# ---- exec_unit_pipe ----
exec_unit_pipe, signal wires on met4:
The bar under the picture is 50 um long. Cells faint in the background.
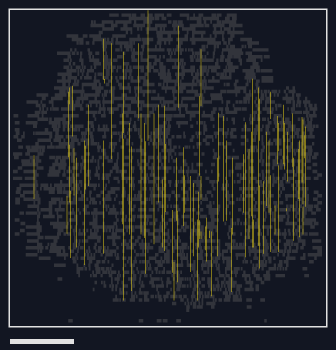

### src/rtl/exec_unit_pipe.sv
`default_nettype none
// ============================================================================
//  Module      : exec_unit_pipe
//  Description : Execute stage with a 1-cycle ALU and an iterative shift-add
//                MUL engine. Valid/ready handshakes on both input and output.
//  Revision    : 1.0 - initial release
// ============================================================================
module exec_unit_pipe #(
    parameter int XLEN   = 32,
    parameter bit MUL_EN = 1'b1
) (
    input  logic            clk,
    input  logic            rst_n,
    input  logic            in_valid,
    output logic            in_ready,
    input  logic [3:0]      in_op,
    input  logic [XLEN-1:0] in_a,
    input  logic [XLEN-1:0] in_b,
    output logic            out_valid,
    input  logic            out_ready,
    output logic [XLEN-1:0] out_result,
    output logic            out_zero,
    output logic            out_err
);

    localparam int c_SHW = $clog2(XLEN);
    localparam int c_CW  = $clog2(XLEN) + 1;

    localparam logic [3:0] c_OP_ADD  = 4'd0;
    localparam logic [3:0] c_OP_SUB  = 4'd1;
    localparam logic [3:0] c_OP_AND  = 4'd2;
    localparam logic [3:0] c_OP_OR   = 4'd3;
    localparam logic [3:0] c_OP_XOR  = 4'd4;
    localparam logic [3:0] c_OP_SLL  = 4'd5;
    localparam logic [3:0] c_OP_SRL  = 4'd6;
    localparam logic [3:0] c_OP_SRA  = 4'd7;
    localparam logic [3:0] c_OP_SLT  = 4'd8;
    localparam logic [3:0] c_OP_SLTU = 4'd9;
    localparam logic [3:0] c_OP_MUL  = 4'd10;

    typedef enum logic [1:0] {
        ST_IDLE = 2'd0,
        ST_BUSY = 2'd1,
        ST_HOLD = 2'd2
    } state_t;

    state_t            r_state;
    logic [c_CW-1:0]   r_cnt;
    logic [XLEN-1:0]   r_ma;
    logic [XLEN-1:0]   r_mb;
    logic [XLEN-1:0]   r_acc;
    logic              r_valid;
    logic [XLEN-1:0]   r_result;
    logic              r_zero;
    logic              r_err;

    logic              w_accept;
    logic              w_is_mul;
    logic              w_illegal;
    logic [c_SHW-1:0]  w_shamt;
    logic [XLEN-1:0]   w_alu;

    assign in_ready   = rst_n && ((r_state == ST_IDLE) ||
                                  (r_state == ST_HOLD && out_ready));
    assign w_accept   = in_valid && in_ready;
    assign w_is_mul   = (in_op == c_OP_MUL) && MUL_EN;
    assign w_illegal  = (in_op > c_OP_MUL) || ((in_op == c_OP_MUL) && !MUL_EN);
    assign w_shamt    = in_b[c_SHW-1:0];

    assign out_valid  = r_valid;
    assign out_result = r_result;
    assign out_zero   = r_zero;
    assign out_err    = r_err;

    always_comb begin
        w_alu = '0;
        case (in_op)
            c_OP_ADD:  w_alu = in_a + in_b;
            c_OP_SUB:  w_alu = in_a - in_b;
            c_OP_AND:  w_alu = in_a & in_b;
            c_OP_OR:   w_alu = in_a | in_b;
            c_OP_XOR:  w_alu = in_a ^ in_b;
            c_OP_SLL:  w_alu = in_a << w_shamt;
            c_OP_SRL:  w_alu = in_a >> w_shamt;
            c_OP_SRA:  w_alu = $unsigned($signed(in_a) >>> w_shamt);
            c_OP_SLT:  w_alu = {{(XLEN-1){1'b0}}, ($signed(in_a) < $signed(in_b))};
            c_OP_SLTU: w_alu = {{(XLEN-1){1'b0}}, (in_a < in_b)};
            default:   w_alu = '0;
        endcase
    end

    always_ff @(posedge clk or negedge rst_n) begin
        if (!rst_n) begin
            r_state  <= ST_IDLE;
            r_cnt    <= '0;
            r_ma     <= '0;
            r_mb     <= '0;
            r_acc    <= '0;
            r_valid  <= 1'b0;
            r_result <= '0;
            r_zero   <= 1'b0;
            r_err    <= 1'b0;
        end else begin
            case (r_state)
                ST_IDLE, ST_HOLD: begin
                    if (w_accept) begin
                        if (w_is_mul) begin
                            r_state <= ST_BUSY;
                            r_cnt   <= c_CW'(XLEN);
                            r_ma    <= in_a;
                            r_mb    <= in_b;
                            r_acc   <= '0;
                            r_valid <= 1'b0;
                        end else begin
                            r_state  <= ST_HOLD;
                            r_valid  <= 1'b1;
                            r_result <= w_illegal ? '0 : w_alu;
                            r_zero   <= w_illegal ? 1'b1 : (w_alu == '0);
                            r_err    <= w_illegal;
                        end
                    end else if (r_state == ST_HOLD && out_ready) begin
                        r_state <= ST_IDLE;
                        r_valid <= 1'b0;
                    end
                end
                ST_BUSY: begin
                    // One shift-add step per edge; the extra count==0 edge commits.
                    if (r_cnt != '0) begin
                        r_acc <= r_mb[0] ? (r_acc + r_ma) : r_acc;
                        r_ma  <= r_ma << 1;
                        r_mb  <= r_mb >> 1;
                        r_cnt <= r_cnt - 1'b1;
                    end else begin
                        r_state  <= ST_HOLD;
                        r_valid  <= 1'b1;
                        r_result <= r_acc;
                        r_zero   <= (r_acc == '0);
                        r_err    <= 1'b0;
                    end
                end
                default: begin
                    r_state <= ST_IDLE;
                    r_valid <= 1'b0;
                end
            endcase
        end
    end

endmodule
`default_nettype wire

### config.mk
export PLATFORM = sky130hd
export DESIGN_NAME = exec_unit_pipe
export DESIGN_NICKNAME = d
export VERILOG_FILES = /design/src/rtl/exec_unit_pipe.sv
export SDC_FILE = /design/constraint.sdc
export NUM_CORES = 1
export LEC_CHECK = 0
export ABC_AREA = 1
export CAP_MARGIN = 20
export CORE_MARGIN = 2
export CORE_UTILIZATION = 30
export CTS_BUF_LIST = sky130_fd_sc_hd__clkbuf_4
export CTS_CLUSTER_DIAMETER = 30
export DETAILED_ROUTE_END_ITERATION = 8
export PLACE_DENSITY_LB_ADDON = 0.25
export SLEW_MARGIN = 30
export SYNTH_ARGS = -nofsm -noshare
export SYNTH_HDL_FRONTEND = slang
export SYNTH_SLANG_ARGS = --single-unit
### constraint.sdc
create_clock -name clk -period 4.3 [get_ports clk]
set_input_delay 0.645 -clock clk [delete_from_list [all_inputs] [get_ports clk]]
set_output_delay 0.645 -clock clk [all_outputs]
set_load 0.1 [all_outputs]
# ---- cpu_controller ----
`config.mk`:
```
export PLATFORM = sky130hd
export DESIGN_NAME = cpu_controller
export DESIGN_NICKNAME = d
export VERILOG_FILES = /design/src/rtl/cpu_pkg.sv /design/src/rtl/instr_decoder.sv /design/src/rtl/cpu_controller.sv
export SDC_FILE = /design/constraint.sdc
export NUM_CORES = 1
export LEC_CHECK = 0
export ABC_AREA = 1
export CAP_MARGIN = 20
export CORE_ASPECT_RATIO = 1.1
export CORE_MARGIN = 5
export CORE_UTILIZATION = 40
export CTS_CLUSTER_DIAMETER = 50
export DETAILED_ROUTE_END_ITERATION = 6
export HOLD_SLACK_MARGIN = 0.06
export PLACE_DENSITY = 0.91
export SYNTH_ARGS = -nofsm -noshare
export SYNTH_HDL_FRONTEND = slang
export SYNTH_SLANG_ARGS = --single-unit
```
`constraint.sdc`:
```
create_clock -name clk -period 2.9 [get_ports clk]
set_input_delay 0.435 -clock clk [delete_from_list [all_inputs] [get_ports clk]]
set_output_delay 0.435 -clock clk [all_outputs]
set_load 0.02 [all_outputs]
```
`src/rtl/cpu_pkg.sv`:
```
// Purpose : shared types and encodings for the 16-bit RISC controller (states, opcodes, selects).
// Latency : n/a (definitions only).
// Backpressure: n/a.
//
// Contents: state_t FSM encoding, opcode/op field constants, VSEL_* one-hot
// writeback selects, MEM_CMD_* memory commands, ALU_* operation codes,
// NSEL_* register-index selects and the sign-extension helpers.
package cpu_pkg;

    typedef enum logic [4:0] {
        S_RST,
        S_IF1,
        S_IF2,
        S_UPD,
        S_DEC,
        S_WIMM,
        S_GETA,
        S_GETB,
        S_EXEC,
        S_WRD,
        S_ADDR,
        S_LDA,
        S_RD1,
        S_RD2,
        S_SGET,
        S_SMOV,
        S_SWR,
        S_HALT
    } state_t;

    // IR[15:13]
    localparam logic [2:0] OPC_LDR  = 3'b011;
    localparam logic [2:0] OPC_STR  = 3'b100;
    localparam logic [2:0] OPC_ALU  = 3'b101;
    localparam logic [2:0] OPC_MOV  = 3'b110;
    localparam logic [2:0] OPC_HALT = 3'b111;

    // IR[12:11]
    localparam logic [1:0] OP_MOV_REG = 2'b00;
    localparam logic [1:0] OP_MOV_IMM = 2'b10;
    localparam logic [1:0] OP_CMP     = 2'b01;
    localparam logic [1:0] OP_MEM     = 2'b00;

    // Writeback source select, one-hot
    localparam logic [3:0] VSEL_NONE   = 4'b0000;
    localparam logic [3:0] VSEL_MDATA  = 4'b1000;
    localparam logic [3:0] VSEL_SXIMM8 = 4'b0100;
    localparam logic [3:0] VSEL_PC     = 4'b0010;
    localparam logic [3:0] VSEL_C      = 4'b0001;

    localparam logic [1:0] MEM_CMD_NONE  = 2'b00;
    localparam logic [1:0] MEM_CMD_READ  = 2'b01;
    localparam logic [1:0] MEM_CMD_WRITE = 2'b10;

    localparam logic [1:0] ALU_ADD = 2'b00;
    localparam logic [1:0] ALU_SUB = 2'b01;
    localparam logic [1:0] ALU_AND = 2'b10;
    localparam logic [1:0] ALU_MVN = 2'b11;

    // Register-index select, one-hot {Rn, Rd, Rm}
    localparam logic [2:0] NSEL_NONE = 3'b000;
    localparam logic [2:0] NSEL_RN   = 3'b100;
    localparam logic [2:0] NSEL_RD   = 3'b010;
    localparam logic [2:0] NSEL_RM   = 3'b001;

    function automatic logic [15:0] sext5(input logic [4:0] v);
        return {{11{v[4]}}, v};
    endfunction

    function automatic logic [15:0] sext8(input logic [7:0] v);
        return {{8{v[7]}}, v};
    endfunction

endpackage

```
`src/rtl/instr_decoder.sv`:
```
// Purpose : splits the instruction register into fields, immediates and the register index.
// Latency : purely combinational, zero cycles.
// Backpressure: none; follows IR and nsel every cycle.
//
// Ports: ir (instruction register), nsel (one-hot Rn/Rd/Rm select) in;
// opcode, op, shift_fld, sximm5, sximm8, regnum out.
module instr_decoder
    import cpu_pkg::*;
(
    input  logic [15:0] ir,
    input  logic [2:0]  nsel,
    output logic [2:0]  opcode,
    output logic [1:0]  op,
    output logic [1:0]  shift_fld,
    output logic [15:0] sximm5,
    output logic [15:0] sximm8,
    output logic [2:0]  regnum
);

    assign opcode    = ir[15:13];
    assign op        = ir[12:11];
    assign shift_fld = ir[4:3];
    assign sximm5    = sext5(ir[4:0]);
    assign sximm8    = sext8(ir[7:0]);

    // Index for the register file; zero when no state needs a register.
    always_comb begin
        regnum = 3'b000;
        case (nsel)
            NSEL_RN: regnum = ir[10:8];
            NSEL_RD: regnum = ir[7:5];
            NSEL_RM: regnum = ir[2:0];
            default: regnum = 3'b000;
        endcase
    end

endmodule

```
`src/rtl/cpu_controller.sv`:
```
// Purpose : fetch/decode/sequence FSM owning PC, IR and DA; drives all datapath strobes and memory commands.
// Latency : 4-10 cycles per instruction from IF1 to the next IF1, fixed per instruction class.
// Backpressure: none; memory is assumed to return read data during the second read cycle.
//
// Ports: clk, reset (sync, active-high), mem_rdata (loaded into IR only),
// datapath_c (datapath C result, low PC_WIDTH bits captured into DA);
// mem_cmd/mem_addr to memory; PC_out, sximm5, sximm8, readnum, writenum,
// vsel, loada/loadb/loadc/loads/write, asel, bsel, shift, ALUop to the
// datapath; halted status.
module cpu_controller
    import cpu_pkg::*;
#(
    parameter int                  PC_WIDTH = 9,
    parameter logic [PC_WIDTH-1:0] RESET_PC = '0
) (
    input  logic                clk,
    input  logic                reset,
    input  logic [15:0]         mem_rdata,
    input  logic [15:0]         datapath_c,
    output logic [1:0]          mem_cmd,
    output logic [PC_WIDTH-1:0] mem_addr,
    output logic [PC_WIDTH-1:0] PC_out,
    output logic [15:0]         sximm5,
    output logic [15:0]         sximm8,
    output logic [2:0]          readnum,
    output logic [2:0]          writenum,
    output logic [3:0]          vsel,
    output logic                loada,
    output logic                loadb,
    output logic                loadc,
    output logic                loads,
    output logic                write,
    output logic                asel,
    output logic                bsel,
    output logic [1:0]          shift,
    output logic [1:0]          ALUop,
    output logic                halted
);

    state_t              state_q, state_d;
    logic [PC_WIDTH-1:0] pc_q, pc_d;
    logic [15:0]         ir_q, ir_d;
    logic [PC_WIDTH-1:0] da_q, da_d;

    logic [2:0]  nsel;
    logic [2:0]  regnum;
    logic [2:0]  opcode;
    logic [1:0]  op;
    logic [1:0]  shift_fld;
    logic        is_mov_reg;
    logic        is_cmp;
    logic        unused_c_hi;

    // Only the address-sized slice of C ever reaches DA.
    assign unused_c_hi = ^datapath_c[15:PC_WIDTH];

    instr_decoder u_dec (
        .ir        (ir_q),
        .nsel      (nsel),
        .opcode    (opcode),
        .op        (op),
        .shift_fld (shift_fld),
        .sximm5    (sximm5),
        .sximm8    (sximm8),
        .regnum    (regnum)
    );

    assign is_mov_reg = (opcode == OPC_MOV) && (op == OP_MOV_REG);
    assign is_cmp     = (opcode == OPC_ALU) && (op == OP_CMP);

    // Next-state, PC, IR and DA update
    always_comb begin
        state_d = state_q;
        pc_d    = pc_q;
        ir_d    = ir_q;
        da_d    = da_q;
        case (state_q)
            S_RST: begin
                pc_d    = RESET_PC;
                state_d = S_IF1;
            end
            S_IF1: state_d = S_IF2;
            S_IF2: begin
                ir_d    = mem_rdata;
                state_d = S_UPD;
            end
            S_UPD: begin
                // Natural wrap at 2^PC_WIDTH.
                pc_d    = pc_q + {{(PC_WIDTH-1){1'b0}}, 1'b1};
                state_d = S_DEC;
            end
            S_DEC: begin
                state_d = S_IF1;   // unknown encodings behave as NOP
                case (opcode)
                    OPC_MOV: begin
                        if (op == OP_MOV_IMM)      state_d = S_WIMM;
                        else if (op == OP_MOV_REG) state_d = S_GETB;
                    end
                    OPC_ALU:  state_d = S_GETA;
                    OPC_LDR,
                    OPC_STR: begin
                        if (op == OP_MEM) state_d = S_GETA;
                    end
                    OPC_HALT: state_d = S_HALT;
                    default:  state_d = S_IF1;
                endcase
            end
            S_WIMM: state_d = S_IF1;
            S_GETA: state_d = (opcode == OPC_ALU) ? S_GETB : S_ADDR;
            S_GETB: state_d = S_EXEC;
            S_EXEC: state_d = is_cmp ? S_IF1 : S_WRD;
            S_WRD:  state_d = S_IF1;
            S_ADDR: state_d = S_LDA;
            S_LDA: begin
                da_d    = datapath_c[PC_WIDTH-1:0];
                state_d = (opcode == OPC_LDR) ? S_RD1 : S_SGET;
            end
            S_RD1:  state_d = S_RD2;
            S_RD2:  state_d = S_IF1;
            S_SGET: state_d = S_SMOV;
            S_SMOV: state_d = S_SWR;
            S_SWR:  state_d = S_IF1;
            S_HALT: state_d = S_HALT;
            default: state_d = S_RST;
        endcase
    end

    always_ff @(posedge clk) begin
        if (reset) begin
            state_q <= S_RST;
            pc_q    <= RESET_PC;
            ir_q    <= '0;
            da_q    <= '0;
        end else begin
            state_q <= state_d;
            pc_q    <= pc_d;
            ir_q    <= ir_d;
            da_q    <= da_d;
        end
    end

    assign PC_out   = pc_q;
    assign readnum  = regnum;
    assign writenum = regnum;

    // Moore output decode: depends on state_q, IR and DA only.
    always_comb begin
        nsel     = NSEL_NONE;
        vsel     = VSEL_NONE;
        loada    = 1'b0;
        loadb    = 1'b0;
        loadc    = 1'b0;
        loads    = 1'b0;
        write    = 1'b0;
        asel     = 1'b0;
        bsel     = 1'b0;
        shift    = 2'b00;
        ALUop    = ALU_ADD;
        mem_cmd  = MEM_CMD_NONE;
        mem_addr = pc_q;
        halted   = 1'b0;
        case (state_q)
            S_IF1,
            S_IF2: mem_cmd = MEM_CMD_READ;
            S_WIMM: begin
                nsel  = NSEL_RN;
                vsel  = VSEL_SXIMM8;
                write = 1'b1;
            end
            S_GETA: begin
                nsel  = NSEL_RN;
                loada = 1'b1;
            end
            S_GETB: begin
                nsel  = NSEL_RM;
                loadb = 1'b1;
            end
            S_EXEC: begin
                // MOV-reg passes B through an ADD with A forced to zero.
                asel  = is_mov_reg;
                shift = shift_fld;
                ALUop = is_mov_reg ? ALU_ADD : op;
                if (is_cmp) loads = 1'b1;
                else        loadc = 1'b1;
            end
            S_WRD: begin
                nsel  = NSEL_RD;
                vsel  = VSEL_C;
                write = 1'b1;
            end
            S_ADDR: begin
                bsel  = 1'b1;
                loadc = 1'b1;
            end
            S_RD1: begin
                mem_cmd  = MEM_CMD_READ;
                mem_addr = da_q;
            end
            S_RD2: begin
                mem_cmd  = MEM_CMD_READ;
                mem_addr = da_q;
                nsel     = NSEL_RD;
                vsel     = VSEL_MDATA;
                write    = 1'b1;
            end
            S_SGET: begin
                nsel  = NSEL_RD;
                loadb = 1'b1;
            end
            S_SMOV: begin
                // Rd flows to C via 0 + B so C carries the store data.
                asel  = 1'b1;
                loadc = 1'b1;
            end
            S_SWR: begin
                mem_cmd  = MEM_CMD_WRITE;
                mem_addr = da_q;
            end
            S_HALT: halted = 1'b1;
            default: ;
        endcase
    end

endmodule

```
# ---- jtcop_irqctl_flat ----
[config.mk]
export PLATFORM = sky130hd
export DESIGN_NAME = jtcop_irqctl_flat
export DESIGN_NICKNAME = d
export VERILOG_FILES = /design/src/rtl/jtcop_irqctl_if.sv /design/src/rtl/jtcop_irqctl.sv /design/src/flat_wrapper.sv
export SDC_FILE = /design/constraint.sdc
export NUM_CORES = 1
export LEC_CHECK = 0
export CORE_MARGIN = 4
export CORE_UTILIZATION = 37
export DETAILED_ROUTE_END_ITERATION = 12
export PLACE_DENSITY_LB_ADDON = 0.3
export SKIP_LAST_GASP = 1
export SYNTH_ARGS = -nofsm -noshare
export SYNTH_HDL_FRONTEND = slang
export SYNTH_SLANG_ARGS = --single-unit
[constraint.sdc]
create_clock -name clk -period 0.9 [get_ports clk]
set_input_delay 0.225 -clock clk [delete_from_list [all_inputs] [get_ports clk]]
set_output_delay 0.225 -clock clk [all_outputs]
set_load 0.05 [all_outputs]
[src/rtl/jtcop_irqctl_if.sv]
// Bus bundle between the Data East address decoder / interrupt sources and the
// 68000 interrupt controller. The controller takes the slave side.
interface jtcop_irqctl_if #(
    parameter int CH = 3
);
    logic [CH-1:0] irq_src;
    logic [CH-1:0] clr;
    logic          mask_we;
    logic [CH-1:0] mask_din;
    logic          ASn;
    logic [2:0]    FC;
    logic [2:0]    A;
    logic [2:0]    IPLn;
    logic          VPAn;
    logic [CH-1:0] pending;
    logic [CH-1:0] mask;

    modport master (
        output irq_src, clr, mask_we, mask_din, ASn, FC, A,
        input  IPLn, VPAn, pending, mask
    );

    modport slave (
        input  irq_src, clr, mask_we, mask_din, ASn, FC, A,
        output IPLn, VPAn, pending, mask
    );
endinterface

[src/rtl/jtcop_irqctl.sv]
// Parametrised 68000 interrupt controller: CH sources, each with its own IPL level,
// edge/level mode, polarity, mask bit and autovector-acknowledge clear.
module jtcop_irqctl #(
    parameter int            CH      = 3,
    parameter                LEVELS  = {3'd4, 3'd5, 3'd6},
    parameter logic [CH-1:0] EDGE    = 3'b111,
    parameter logic [CH-1:0] POL     = 3'b000,
    parameter logic [CH-1:0] ACKCLR  = 3'b111,
    parameter logic [CH-1:0] MASKRST = 3'b111,
    parameter bit            SYNC    = 1'b1
) (
    input  logic           clk,
    input  logic           rst,
    jtcop_irqctl_if.slave  bus
);

    if (CH < 1 || CH > 8 || $bits(LEVELS) != 3 * CH) begin : g_cfg_error
        $error("jtcop_irqctl: CH must be 1..8 and LEVELS must be exactly 3*CH bits");
    end

    localparam logic [3*CH-1:0] LVL   = LEVELS;
    // The edge enable is delayed by the synchroniser depth so the flush of the
    // reset value through the synchroniser never looks like an edge.
    localparam int              ARM_W = SYNC ? 3 : 1;

    logic [CH-1:0]    s;
    logic [CH-1:0]    s_prev;
    logic [ARM_W-1:0] arm_sr;
    logic             arm;
    logic             iack;
    logic             iack_l;
    logic             iack_start;
    logic [CH-1:0]    set_s;
    logic [CH-1:0]    clear_s;
    logic [CH-1:0]    pending_r;
    logic [CH-1:0]    pending_nxt;
    logic [CH-1:0]    mask_r;
    logic [CH-1:0]    en;
    logic [2:0]       lvl_max;
    logic [2:0]       ipl_r;

    if (SYNC) begin : g_sync
        logic [CH-1:0] sync_a;
        logic [CH-1:0] sync_b;

        // Two-flop synchroniser, parked at the inactive level during reset
        always_ff @(posedge clk or posedge rst) begin
            if (rst) begin
                sync_a <= ~POL;
                sync_b <= ~POL;
            end else begin
                sync_a <= bus.irq_src;
                sync_b <= sync_a;
            end
        end

        assign s = ~(sync_b ^ POL);
    end else begin : g_nosync
        assign s = ~(bus.irq_src ^ POL);
    end

    // Previous active sample and edge-enable pipeline
    always_ff @(posedge clk or posedge rst) begin
        if (rst) begin
            s_prev <= {CH{1'b0}};
            arm_sr <= {ARM_W{1'b0}};
        end else begin
            s_prev <= s;
            arm_sr <= ARM_W'({arm_sr, 1'b1});
        end
    end

    assign arm        = arm_sr[ARM_W-1];
    assign set_s      = {CH{arm}} & s & ~s_prev;

    assign iack       = ~bus.ASn & (bus.FC == 3'b111);
    assign iack_start = iack & ~iack_l;
    assign bus.VPAn   = ~iack;

    // IACK cycle tracker so a long ASn low produces a single clear pulse
    always_ff @(posedge clk or posedge rst) begin
        if (rst) begin
            iack_l <= 1'b0;
        end else begin
            iack_l <= iack;
        end
    end

    // Per-channel clear: decoder strobe or autovector acknowledge at this level
    always_comb begin
        clear_s = {CH{1'b0}};
        for (int i = 0; i < CH; i++) begin
            if (iack_start && ACKCLR[i] && (LVL[3*i +: 3] == bus.A)) begin
                clear_s[i] = 1'b1;
            end else begin
                clear_s[i] = bus.clr[i];
            end
        end
    end

    // Next pending state; a new edge beats a simultaneous clear
    always_comb begin
        pending_nxt = pending_r;
        for (int i = 0; i < CH; i++) begin
            if (!EDGE[i]) begin
                pending_nxt[i] = s[i];
            end else if (set_s[i]) begin
                pending_nxt[i] = 1'b1;
            end else if (clear_s[i]) begin
                pending_nxt[i] = 1'b0;
            end else begin
                pending_nxt[i] = pending_r[i];
            end
        end
    end

    // Pending and mask registers
    always_ff @(posedge clk or posedge rst) begin
        if (rst) begin
            pending_r <= {CH{1'b0}};
            mask_r    <= MASKRST;
        end else begin
            pending_r <= pending_nxt;
            if (bus.mask_we) begin
                mask_r <= bus.mask_din;
            end else begin
                mask_r <= mask_r;
            end
        end
    end

    assign en = pending_r & mask_r;

    // Highest level among enabled channels; level 0 can never win
    always_comb begin
        lvl_max = 3'd0;
        for (int i = 0; i < CH; i++) begin
            if (en[i] && (LVL[3*i +: 3] > lvl_max)) begin
                lvl_max = LVL[3*i +: 3];
            end else begin
                lvl_max = lvl_max;
            end
        end
    end

    // Registered active-low priority to the CPU
    always_ff @(posedge clk or posedge rst) begin
        if (rst) begin
            ipl_r <= 3'b111;
        end else begin
            ipl_r <= ~lvl_max;
        end
    end

    assign bus.IPLn    = ipl_r;
    assign bus.pending = pending_r;
    assign bus.mask    = mask_r;

endmodule

[src/flat_wrapper.sv]
// flat-port wrapper written by rule: the top's interface ports become plain ports
module jtcop_irqctl_flat 
#(
    parameter int            CH      = 3,
    parameter                LEVELS  = {3'd4, 3'd5, 3'd6},
    parameter logic [CH-1:0] EDGE    = 3'b111,
    parameter logic [CH-1:0] POL     = 3'b000,
    parameter logic [CH-1:0] ACKCLR  = 3'b111,
    parameter logic [CH-1:0] MASKRST = 3'b111,
    parameter bit            SYNC    = 1'b1
)
  (clk, rst, bus_irq_src, bus_clr, bus_mask_we, bus_mask_din, bus_ASn, bus_FC, bus_A, bus_IPLn, bus_VPAn, bus_pending, bus_mask);
  jtcop_irqctl_if #(.CH(CH)) bus_i ();
  input  logic clk;
  input  logic rst;
  input wire logic [$bits(bus_i.irq_src)-1:0] bus_irq_src;
  input wire logic [$bits(bus_i.clr)-1:0] bus_clr;
  input wire logic [$bits(bus_i.mask_we)-1:0] bus_mask_we;
  input wire logic [$bits(bus_i.mask_din)-1:0] bus_mask_din;
  input wire logic [$bits(bus_i.ASn)-1:0] bus_ASn;
  input wire logic [$bits(bus_i.FC)-1:0] bus_FC;
  input wire logic [$bits(bus_i.A)-1:0] bus_A;
  output wire logic [$bits(bus_i.IPLn)-1:0] bus_IPLn;
  output wire logic [$bits(bus_i.VPAn)-1:0] bus_VPAn;
  output wire logic [$bits(bus_i.pending)-1:0] bus_pending;
  output wire logic [$bits(bus_i.mask)-1:0] bus_mask;
  assign bus_i.irq_src = bus_irq_src;
  assign bus_i.clr = bus_clr;
  assign bus_i.mask_we = bus_mask_we;
  assign bus_i.mask_din = bus_mask_din;
  assign bus_i.ASn = bus_ASn;
  assign bus_i.FC = bus_FC;
  assign bus_i.A = bus_A;
  assign bus_IPLn = bus_i.IPLn;
  assign bus_VPAn = bus_i.VPAn;
  assign bus_pending = bus_i.pending;
  assign bus_mask = bus_i.mask;
  jtcop_irqctl #(.CH(CH), .LEVELS(LEVELS), .EDGE(EDGE), .POL(POL), .ACKCLR(ACKCLR), .MASKRST(MASKRST), .SYNC(SYNC)) u_core (.clk(clk), .rst(rst), .bus(bus_i));
endmodule
# ---- mux_sel_arbiter_flat ----
### config.mk
export PLATFORM = sky130hd
export DESIGN_NAME = mux_sel_arbiter_flat
export DESIGN_NICKNAME = d
export VERILOG_FILES = /design/src/rtl/mux_sel_arbiter_if.sv /design/src/rtl/mux_sel_arbiter.sv /design/src/flat_wrapper.sv
export SDC_FILE = /design/constraint.sdc
export NUM_CORES = 1
export LEC_CHECK = 0
export ABC_CLOCK_PERIOD_IN_PS = 2500
export CELL_PAD_IN_SITES_DETAIL_PLACEMENT = 1
export CELL_PAD_IN_SITES_GLOBAL_PLACEMENT = 1
export CORE_MARGIN = 2
export CORE_UTILIZATION = 38
export CTS_BUF_LIST = sky130_fd_sc_hd__clkbuf_16
export DETAILED_ROUTE_END_ITERATION = 16
export PLACE_DENSITY = 0.72
export REMOVE_ABC_BUFFERS = 1
export SLEW_MARGIN = 20
export SYNTH_ARGS = -nofsm -noshare
export SYNTH_HDL_FRONTEND = slang
export SYNTH_SLANG_ARGS = --single-unit
### constraint.sdc
create_clock -name clk -period 2.5 [get_ports clk]
set_input_delay 0.75 -clock clk [delete_from_list [all_inputs] [get_ports clk]]
set_output_delay 0.75 -clock clk [all_outputs]
set_load 0.02 [all_outputs]
### src/rtl/mux_sel_arbiter_if.sv
// Request/grant bundle between two mux sources and the select arbiter.
// master = requester side, slave = arbiter; lock exists only with MUX_SEL_ARB_LOCK_EN.
interface mux_sel_arbiter_if;
    logic req_a;
    logic req_b;
    logic sel;
    logic grant_a;
    logic grant_b;
    logic switch_p;
`ifdef MUX_SEL_ARB_LOCK_EN
    logic lock;

    modport master (
        output req_a, req_b, lock,
        input  sel, grant_a, grant_b, switch_p
    );
    modport slave (
        input  req_a, req_b, lock,
        output sel, grant_a, grant_b, switch_p
    );
`else
    modport master (
        output req_a, req_b,
        input  sel, grant_a, grant_b, switch_p
    );
    modport slave (
        input  req_a, req_b,
        output sel, grant_a, grant_b, switch_p
    );
`endif
endinterface

### src/rtl/mux_sel_arbiter.sv
// Two-way round-robin select arbiter for a 2:1 mux; optional lock input via MUX_SEL_ARB_LOCK_EN.
// Latency: request sampled at edge N is visible as grant/sel from edge N; all outputs registered.
// Backpressure: none; a waiting requester is served after at most MAX_HOLD cycles of the owner.
module mux_sel_arbiter #(
    parameter int MAX_HOLD = 4
) (
    input  logic              clk,
    input  logic              rst,
    mux_sel_arbiter_if.slave  bus
);
    localparam int              CW        = $clog2(MAX_HOLD + 1);
    localparam logic [CW-1:0]   HOLD_LAST = CW'(MAX_HOLD - 1);

    typedef enum logic [1:0] {
        IDLE  = 2'd0,
        GNT_A = 2'd1,
        GNT_B = 2'd2
    } state_t;

    state_t         state;
    state_t         state_nxt;
    logic [CW-1:0]  hold_cnt;
    logic           last_b;
    logic           sel_q;
    logic           sel_nxt;
    logic           grant_a_q;
    logic           grant_b_q;
    logic           switch_q;
    logic           lock_w;
    logic           expire;

`ifdef MUX_SEL_ARB_LOCK_EN
    assign lock_w = bus.lock;
`else
    assign lock_w = 1'b0;
`endif

    // Handover on hold expiry only; lock only matters while a grant is held.
    assign expire = (hold_cnt == HOLD_LAST) && !lock_w;

    always_comb begin
        state_nxt = state;
        case (state)
            IDLE: begin
                if (bus.req_a && bus.req_b)
                    state_nxt = last_b ? GNT_A : GNT_B;
                else if (bus.req_a)
                    state_nxt = GNT_A;
                else if (bus.req_b)
                    state_nxt = GNT_B;
                else
                    state_nxt = IDLE;
            end
            GNT_A: begin
                if (!bus.req_a)
                    state_nxt = bus.req_b ? GNT_B : IDLE;
                else if (bus.req_b && expire)
                    state_nxt = GNT_B;
                else
                    state_nxt = GNT_A;
            end
            GNT_B: begin
                if (!bus.req_b)
                    state_nxt = bus.req_a ? GNT_A : IDLE;
                else if (bus.req_a && expire)
                    state_nxt = GNT_A;
                else
                    state_nxt = GNT_B;
            end
            default: state_nxt = IDLE;
        endcase
    end

    // IDLE keeps the previous select so the mux path does not move needlessly.
    always_comb begin
        sel_nxt = sel_q;
        if (state_nxt == GNT_A)
            sel_nxt = 1'b0;
        else if (state_nxt == GNT_B)
            sel_nxt = 1'b1;
    end

    always_ff @(posedge clk) begin
        if (rst) begin
            state     <= IDLE;
            sel_q     <= 1'b0;
            grant_a_q <= 1'b0;
            grant_b_q <= 1'b0;
            switch_q  <= 1'b0;
            hold_cnt  <= '0;
            last_b    <= 1'b1;
        end else begin
            state     <= state_nxt;
            sel_q     <= sel_nxt;
            grant_a_q <= (state_nxt == GNT_A);
            grant_b_q <= (state_nxt == GNT_B);
            switch_q  <= (sel_nxt != sel_q);

            if (state_nxt != state)
                hold_cnt <= '0;
            else if ((state != IDLE) && !lock_w && (hold_cnt != HOLD_LAST))
                hold_cnt <= hold_cnt + CW'(1);

            if (state_nxt == GNT_B)
                last_b <= 1'b1;
            else if (state_nxt == GNT_A)
                last_b <= 1'b0;
        end
    end

    assign bus.sel      = sel_q;
    assign bus.grant_a  = grant_a_q;
    assign bus.grant_b  = grant_b_q;
    assign bus.switch_p = switch_q;

endmodule

### src/flat_wrapper.sv
// flat-port wrapper written by rule: the top's interface ports become plain ports
module mux_sel_arbiter_flat 
#(
    parameter int MAX_HOLD = 4
)
  (clk, rst, bus_req_a, bus_req_b, bus_sel, bus_grant_a, bus_grant_b, bus_switch_p);
  mux_sel_arbiter_if bus_i ();
  input  logic clk;
  input  logic rst;
  input wire logic [$bits(bus_i.req_a)-1:0] bus_req_a;
  input wire logic [$bits(bus_i.req_b)-1:0] bus_req_b;
  output wire logic [$bits(bus_i.sel)-1:0] bus_sel;
  output wire logic [$bits(bus_i.grant_a)-1:0] bus_grant_a;
  output wire logic [$bits(bus_i.grant_b)-1:0] bus_grant_b;
  output wire logic [$bits(bus_i.switch_p)-1:0] bus_switch_p;
  assign bus_i.req_a = bus_req_a;
  assign bus_i.req_b = bus_req_b;
  assign bus_sel = bus_i.sel;
  assign bus_grant_a = bus_i.grant_a;
  assign bus_grant_b = bus_i.grant_b;
  assign bus_switch_p = bus_i.switch_p;
  mux_sel_arbiter #(.MAX_HOLD(MAX_HOLD)) u_core (.clk(clk), .rst(rst), .bus(bus_i));
endmodule
cpu_controller, metal 3:
Cells faint in the background.
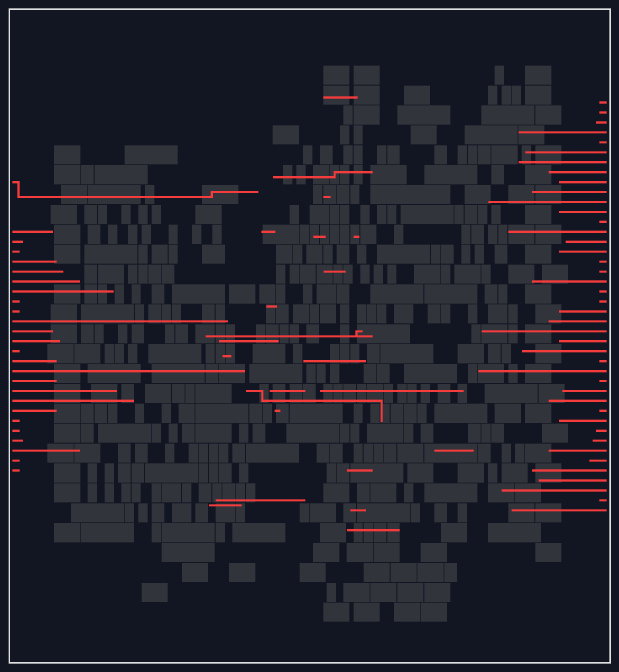
nets with wire on the layer	82
longest straight run	31.5 um
wire length on this layer	626 um
main direction	horizontal
share of all routed wire	9.6%

==> flow_summary_export.csv, cpu_controller <==
group,metric,value,unit
run_status,status,"complete, no violations",
global_route,grt_max_degree,31,
routing,antenna_left,0,
global_route,grt_pass1_wl,10.44,mm
logic_synthesis,syn-cell-area,2278,sq um
cells_and_area,final_util,58.31,%
routing,dr.pass1.iters,4,
global_route,met1_usage,20.04,%
global_route,top_usage_layer,"met2",
final_timing,rsz0062_at_grt,"false",
critical_path,cpLargestDelayFamily,"simple AND/OR/NAND/NOR gates",
pwr,vdd_drop_max,0.2206,mV
worst_hold_path,min_to,"da_q[3]$_SDFFE_PP0N_",
logic_synthesis,synth.most_common_cell,"nor2_1",
critical_path,reg2regPathDepth,5,
logic_synthesis,edf_count,0,
logic_synthesis,yosys-top-cells-area,"dfxtp_1, buf_4, nor2_1",
cells_and_area,area_growth,39.87,%
floorplan,dieWidth,81.96,um
pwr,finalPower,0.001772,W
critical_path,cp_num_cells,7,
critical_path,end_kind,"output port",
final_timing,setup_tns,0,ps
routing,via_count,2428,
final_timing,post-route-min-period,2707,ps
critical_path,critPathBufInv,1,
cells_and_area,num_antenna_cells,0,
cells_and_area,drive_above_1_share,6.161,%
critical_path,critical_path.most_common_cell,"nand2_1",
worst_hold_path,hold_depth,2,
final_timing,slew_viol_final,0,
routing,routed_via_density,4.885,
clock_network,clock-sinks,39,
critical_path,slowest_stage,"clkdlybuf4s50_1",
floorplan,chipArea,7307,sq um
global_route,overflow,0,
clock_network,cts_hold_buf,0,
critical_path,rrSetupSlack,1140,ps
global_route,met3_usage,5.141,%
-- cpu_controller: placed cells by master, fill, tap and decap left out --
cell type / instances
clkbuf_8: 6
nand2_1: 72
nor2_2: 7
o21ai_1: 4
nand3_1: 20
dfxtp_1: 39
conb_1: 1
inv_1: 25
inv_6: 1
a21oi_1: 16
nor3_1: 3
a211oi_1: 1
ha_1: 1
inv_2: 6
buf_4: 2
clkinv_1: 1
o21ai_0: 33
clkdlybuf4s50_1: 99
o211ai_1: 1
a21boi_0: 2
nand3b_1: 1
a22oi_1: 1
bufinv_16: 1
nand4_1: 2
nor2_1: 74
nand2_2: 3
-- cpu_controller: cell type report --
class | instances | area, sq um
multi-input cells | 242 | 1065
fillers | 541 | 2278
clock buffers | 6 | 82.58
flip-flops and latches | 39 | 780.7
repair buffers | 101 | 1006
inverters | 32 | 120.1
clock inverters | 2 | 38.79
well taps | 75 | 93.84
-- cpu_controller: report_power, final --
part / internal, W / total (W) / leakage [nW] / switching, W
sequential: 0.000592 / 0.000657 / 0.317 / 0.0000647
clock: 0.000283 / 0.000484 / 0.0618 / 0.000201
combinational: 0.000269 / 0.000630 / 0.920 / 0.000362
total: 0.00114 / 0.00177 / 1.30 / 0.000627
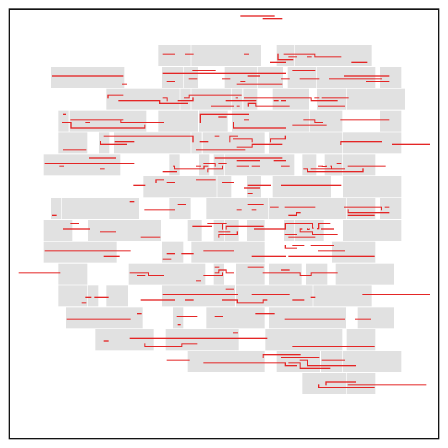
jtcop_irqctl_flat: signal wires on met1
Cells faint in the background.
nets with wire on the layer	100
share of all routed wire	34%
met1 layer usage reported by global route: 14.47%
detailed-route via count: 563
Post-Route WL: 1.814 mm

==> flow_summary_export.csv, jtcop_irqctl_flat <==
group,metric,value,unit
run_status,status,"complete, but fails checks",
run_status,violations,"negative setup slack",
critical_path,cp_max_fo,1,
pwr,netSwitchingPower,0.0005832,W
cells_and_area,seqCellArea,566.8,sq um
critical_path,critPathMaxStageDelay,580,ps
critical_path,r2r-start,"u_core.bus.mask[1]$_DFFE_PP1P_",
pwr,clockPowerShare,23.5,%
routing,maxUsedRoutingLayer,"met4",
cells_and_area,clockBufferCount,4,
pwr,p_leak,0.6427,nW
critical_path,cp.arrival,1010,ps
logic_synthesis,netlist_top_cells_count,"dfstp_2, dfrtp_1, inv_1, nand2_1, nand2b_1",
cells_and_area,final_util,69.71,%
critical_path,critPathKind,"register to output port",
routing,dr.pass1.iters,4,
pwr,swShare,26.28,%
final_timing,fin_ws,-334.0,ps
routing,met2WireLength,996,um
pwr,pwr-share-comb,25.3,%
cells_and_area,layout.cells.non_filler,122,
logic_synthesis,synthCells,52,
clock_network,cts_tree,"yes",
final_timing,setup_viol,14,
placed_design,gp_congestion,0.6827,
critical_path,critical_path_required,670,ps
final_timing,fin_skew,11.60,ps
final_timing,post-route-min-period,1234,ps
clock_network,clock-sinks,22,
routing,met1Wirelength,624,um
logic_synthesis,synth.most_common_cell,"dfstp_2",
logic_synthesis,aoi_share,3.300,%
floorplan,tap_cells,27,
logic_synthesis,ys_top_logic_family,"simple AND/OR/NAND/NOR gates",
critical_path,cpLargestDelayFamily,"flip-flops",
critical_path,end_kind,"output port",
floorplan,row_count,16,
cells_and_area,lay_top_cells,"dfstp_2, clkdlybuf4s50_1, buf_12, dfrtp_1",
floorplan,dieWidth,53.27,um
pwr,p_seq_share,51.1,%
floorplan,chipArea,2838,sq um
critical_path,slowest_stage,"dfstp_2",
[jtcop_irqctl_flat: power by group through the flow]
stage          clock network [W]  registers (W)  logic (W)
6_report                0.000522        0.00113   0.000563
5_1_grt                 0.000593        0.00114   0.000589
3_5_place_dp                   0        0.00116   0.000497
3_3_place_gp                   0        0.00115   0.000491
4_1_cts                 0.000543        0.00113   0.000543
2_1_floorplan                  0        0.00126  0.0000764
[jtcop_irqctl_flat: path summary, 6_finish.rpt]
kind / to / slack, ps / cells after the start
max: bus_IPLn[2] / -330 / 1
min reg2reg: u_core.g_sync.sync_b[1]$_DFF_PP1_ / 350 / 0
min in group clk: u_core.g_sync.sync_a[2]$_DFF_PP1_ / 320 / 1
max reg2reg: u_core.bus.IPLn[2]$_DFF_PP1_ / -270 / 3
max in group asynchronous: u_core.g_sync.sync_a[1]$_DFF_PP1_ / 440 / 3
min: u_core.s_prev[1]$_DFF_PP0_ / 230 / 3
[jtcop_irqctl_flat: routing by layer]
metal  track usage (%)  vias up
met1             14.47      273
li1                  -      255
met5                 0        -
met4             7.234        0
met3             3.944        8
met2             26.12       27
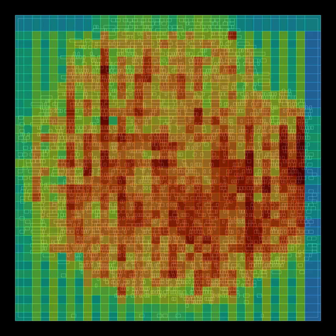
exec_unit_pipe: track usage over the die
gr busiest metal: met2
GR Util All Layers: 29.68%
routing usage on met3: 7.753%
met1 layer usage reported by global route: 40.35%
Core Util, Final: 34.93%

exec_unit_pipe, metal 3:
Cells faint in the background.
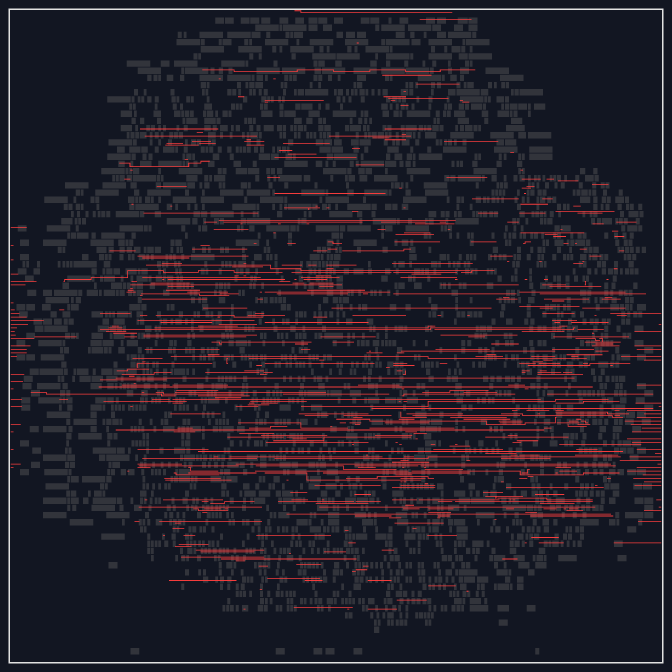
main direction	horizontal
share of all routed wire	10%
longest straight run	187 um
Post-Route WL: 92.62 mm
detailed-route via count: 21607

Notes on 'signal wires on met4' of exec_unit_pipe above:
wire length on this layer	4940 um
main direction	vertical
share of all routed wire	5.3%
nets with wire on the layer	74
longest straight run	132 um

==> flow_summary_export.csv, exec_unit_pipe <==
group,metric,value,unit
run_status,status,"complete, no violations",
routing,met3_length,9.384,mm
logic_synthesis,ys_types,54,
logic_synthesis,synth_area_leader_cell,"dfrtp_1",
cells_and_area,clockBufferCount,18,
logic_synthesis,postSynthAreaPerCell,5.807,sq um
critical_path,r2r-start,"r_ma[1]$_DFFE_PN0P_",
clock_network,cts_root_buf,"clkbuf_4",
clock_network,ctsResizeCount,0,
cells_and_area,flops,138,
logic_synthesis,syn-cell-area,17780,sq um
cells_and_area,area_growth,15.49,%
routing,met1Wirelength,40.48,mm
clock_network,cts_tree,"yes",
clock_network,cts_buffer_depth,2,
cells_and_area,sh_seq_area,16.82,%
logic_synthesis,synthCells,3062,
logic_synthesis,flop_cell,"dfrtp_1",
logic_synthesis,edf_count,0,
logic_synthesis,yosys.stat.seqShare,19.42,%
final_timing,fin_skew,43.81,ps
floorplan,design.core.area,58800,sq um
clock_network,cts_max_level,4,
critical_path,cp.arrival,4260,ps
cells_and_area,seqCellArea,3453,sq um
pwr,pwr-share-comb,60.8,%
routing,maxUsedRoutingLayer,"met4",
final_timing,post-route-min-period,3686,ps
routing,dr.pass1.iters,8,
cells_and_area,layout.cells.non_filler,3987,
critical_path,path_cells,"clkdlybuf4s50_1 -> inv_1 -> ha_1 -> nor2_1 -> nand2_1 -> nor3_1 -> nand3_1 -> nand3_1 -> nand2_1 -> nand3_1 -> nand2_1 -> nor2_1 -> nand2_1 -> nor2_1 -> nand2_1 -> nor2_1 -> nand3_1 -> a21oi_2",
critical_path,r2r_end,"r_acc[29]$_DFFE_PN0P_",
final_timing,fmax,271.3,MHz
logic_synthesis,synth-cells-yosys,3062,
cells_and_area,n_all_inverters,387,
final_timing,slew_viol_final,0,
[exec_unit_pipe: worst max-delay path: cells and delay by family]
| kind | cells | cell delay [ps] |
|---|---|---|
| buffers and inverters | 2 | 770 |
| AOI/OAI and AO/OA | 1 | 130 |
| adders and majority gates | 1 | 500 |
| and+or+nand+nor | 14 | 2200 |
[exec_unit_pipe: kinds of logic (layout without fill, tap and decap cells)]
group                      Yosys count  in the layout  share of synthesized area, %
and+or+nand+nor                   1793           1793                         43.31
buffers and inverters              518            667                         11.93
AOI/OAI and AO/OA                  457            457                         14.66
DFF                                138            138                         19.42
adders and majority gates          136            136                         9.696
xor gates and xnor gates            20             20                        0.9851
other                                0              3                             0
[exec_unit_pipe: metrics by stage]
step	setup WS, ps	instance area, sq um	hold slack [ps]
2_1_floorplan	778.8	17780	349.4
4_1_cts	807.4	20530	336.2
5_1_grt	482.7	20530	366.0
6_report	614.3	20540	396.7
3_3_place_gp	32.26	20290	461.1
3_5_place_dp	120.8	20290	464.5
[exec_unit_pipe: state kept, by name, summed over array words and instances (netlist names)]
signal      cells
out_err         1
out_result     32
out_zero        1
r_acc          32
r_cnt           6
r_ma           32
r_mb           32
r_state         2
mux_sel_arbiter_flat, metal 2:
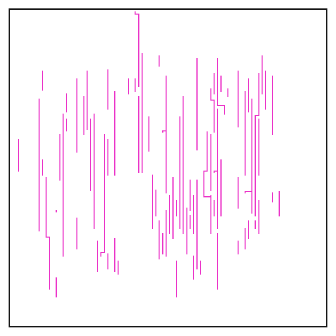
longest straight run	19.0 um
wire length on this layer	544 um

==> flow_summary_export.csv, mux_sel_arbiter_flat <==
group,metric,value,unit
cells_and_area,layout.area.comb,324.1,sq um
global_route,met3_usage,4.310,%
clock_network,cts_root_buf,"clkbuf_16",
pwr,netSwitchingPower,0.0001172,W
placed_design,dp_hpwl,868.7,um
cells_and_area,seqCellArea,200.2,sq um
final_timing,post-route-min-period,2062,ps
cells_and_area,sh_seq_area,28.32,%
floorplan,dieWidth,42.37,um
placed_design,dp.cells,78,
routing,maxUsedRoutingLayer,"met4",
clock_network,cts_max_level,1,
pwr,p_leak,0.2855,nW
cells_and_area,clockBufferCount,3,
global_route,grt_max_degree,13,
global_route,top_usage_layer,"met2",
logic_synthesis,yosys-top-cells-area,"dfxtp_1, a21oi_1, nand3b_1",
cells_and_area,comb_share,45.84,%
logic_synthesis,postSynthAreaPerCell,9.479,sq um
critical_path,critical_path_required,2650,ps
job,tool_warnings,25,
routing,drtIter0Drc,0,
final_timing,setup_viol,0,
final_timing,hold_viol_final,0,
floorplan,design.core.area,1334,sq um
final_timing,slew_viol_final,0,
run_status,status,"complete, no violations",
pwr,power_density,749.6,nW/um^2
final_timing,fmax,485.1,MHz
cells_and_area,n_all_inverters,4,
logic_synthesis,synth-cells-yosys,59,
placed_design,portBuffers,7,
==> mux_sel_arbiter_flat: cells by family (layout without fill, tap and decap cells) <==
group                      after synthesis  in the layout  synth area share [%]
and+or+nand+nor                         20             20                 20.36
AOI/OAI and AO/OA                       16             16                 24.61
DFF                                     10             10                 35.79
buffers and inverters                    7             15                 6.262
muxes                                    3              3                 6.934
adders and majority gates                2              2                 4.474
xor gates and xnor gates                 1              1                 1.566
==> mux_sel_arbiter_flat: path summary, 6_finish.rpt <==
path	start	endpoint	depth (start not counted)
max	bus_req_a	u_core.hold_cnt[1]$_SDFFE_PP0P_	5
min	u_core.hold_cnt[2]$_SDFFE_PP0P_	u_core.hold_cnt[2]$_SDFFE_PP0P_	2
max reg2reg	u_core.hold_cnt[0]$_SDFFE_PP0P_	u_core.last_b$_SDFFE_PP1N_	6
min reg2reg	u_core.hold_cnt[2]$_SDFFE_PP0P_	u_core.hold_cnt[2]$_SDFFE_PP0P_	2
==> mux_sel_arbiter_flat: flip-flops by register name (all words and copies together) (netlist names) <==
signal	count
u_core.state	2
u_core.hold_cnt	3
u_core.last_b	1
u_core.bus.grant_a	1
u_core.bus.sel	1
u_core.bus.switch_p	1
u_core.bus.grant_b	1


==> gallery <==
Metal 2.
shot_01.png
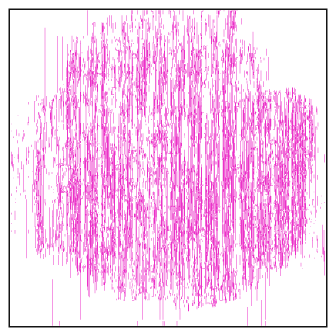
shot_02.png
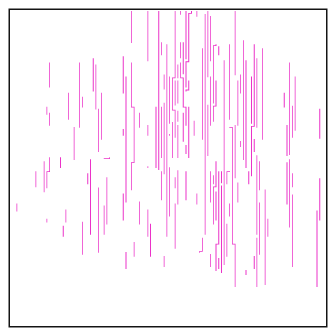
shot_03.png
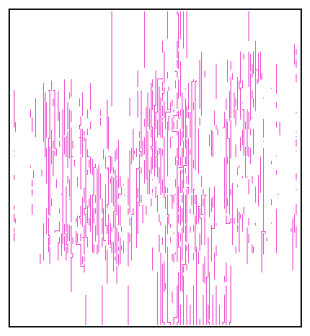
| picture | from |
|---|---|
| shot_03.png | cpu_controller |
| shot_01.png | exec_unit_pipe |
| shot_02.png | jtcop_irqctl_flat |

Power is estimated from default activity; no workload was simulated.
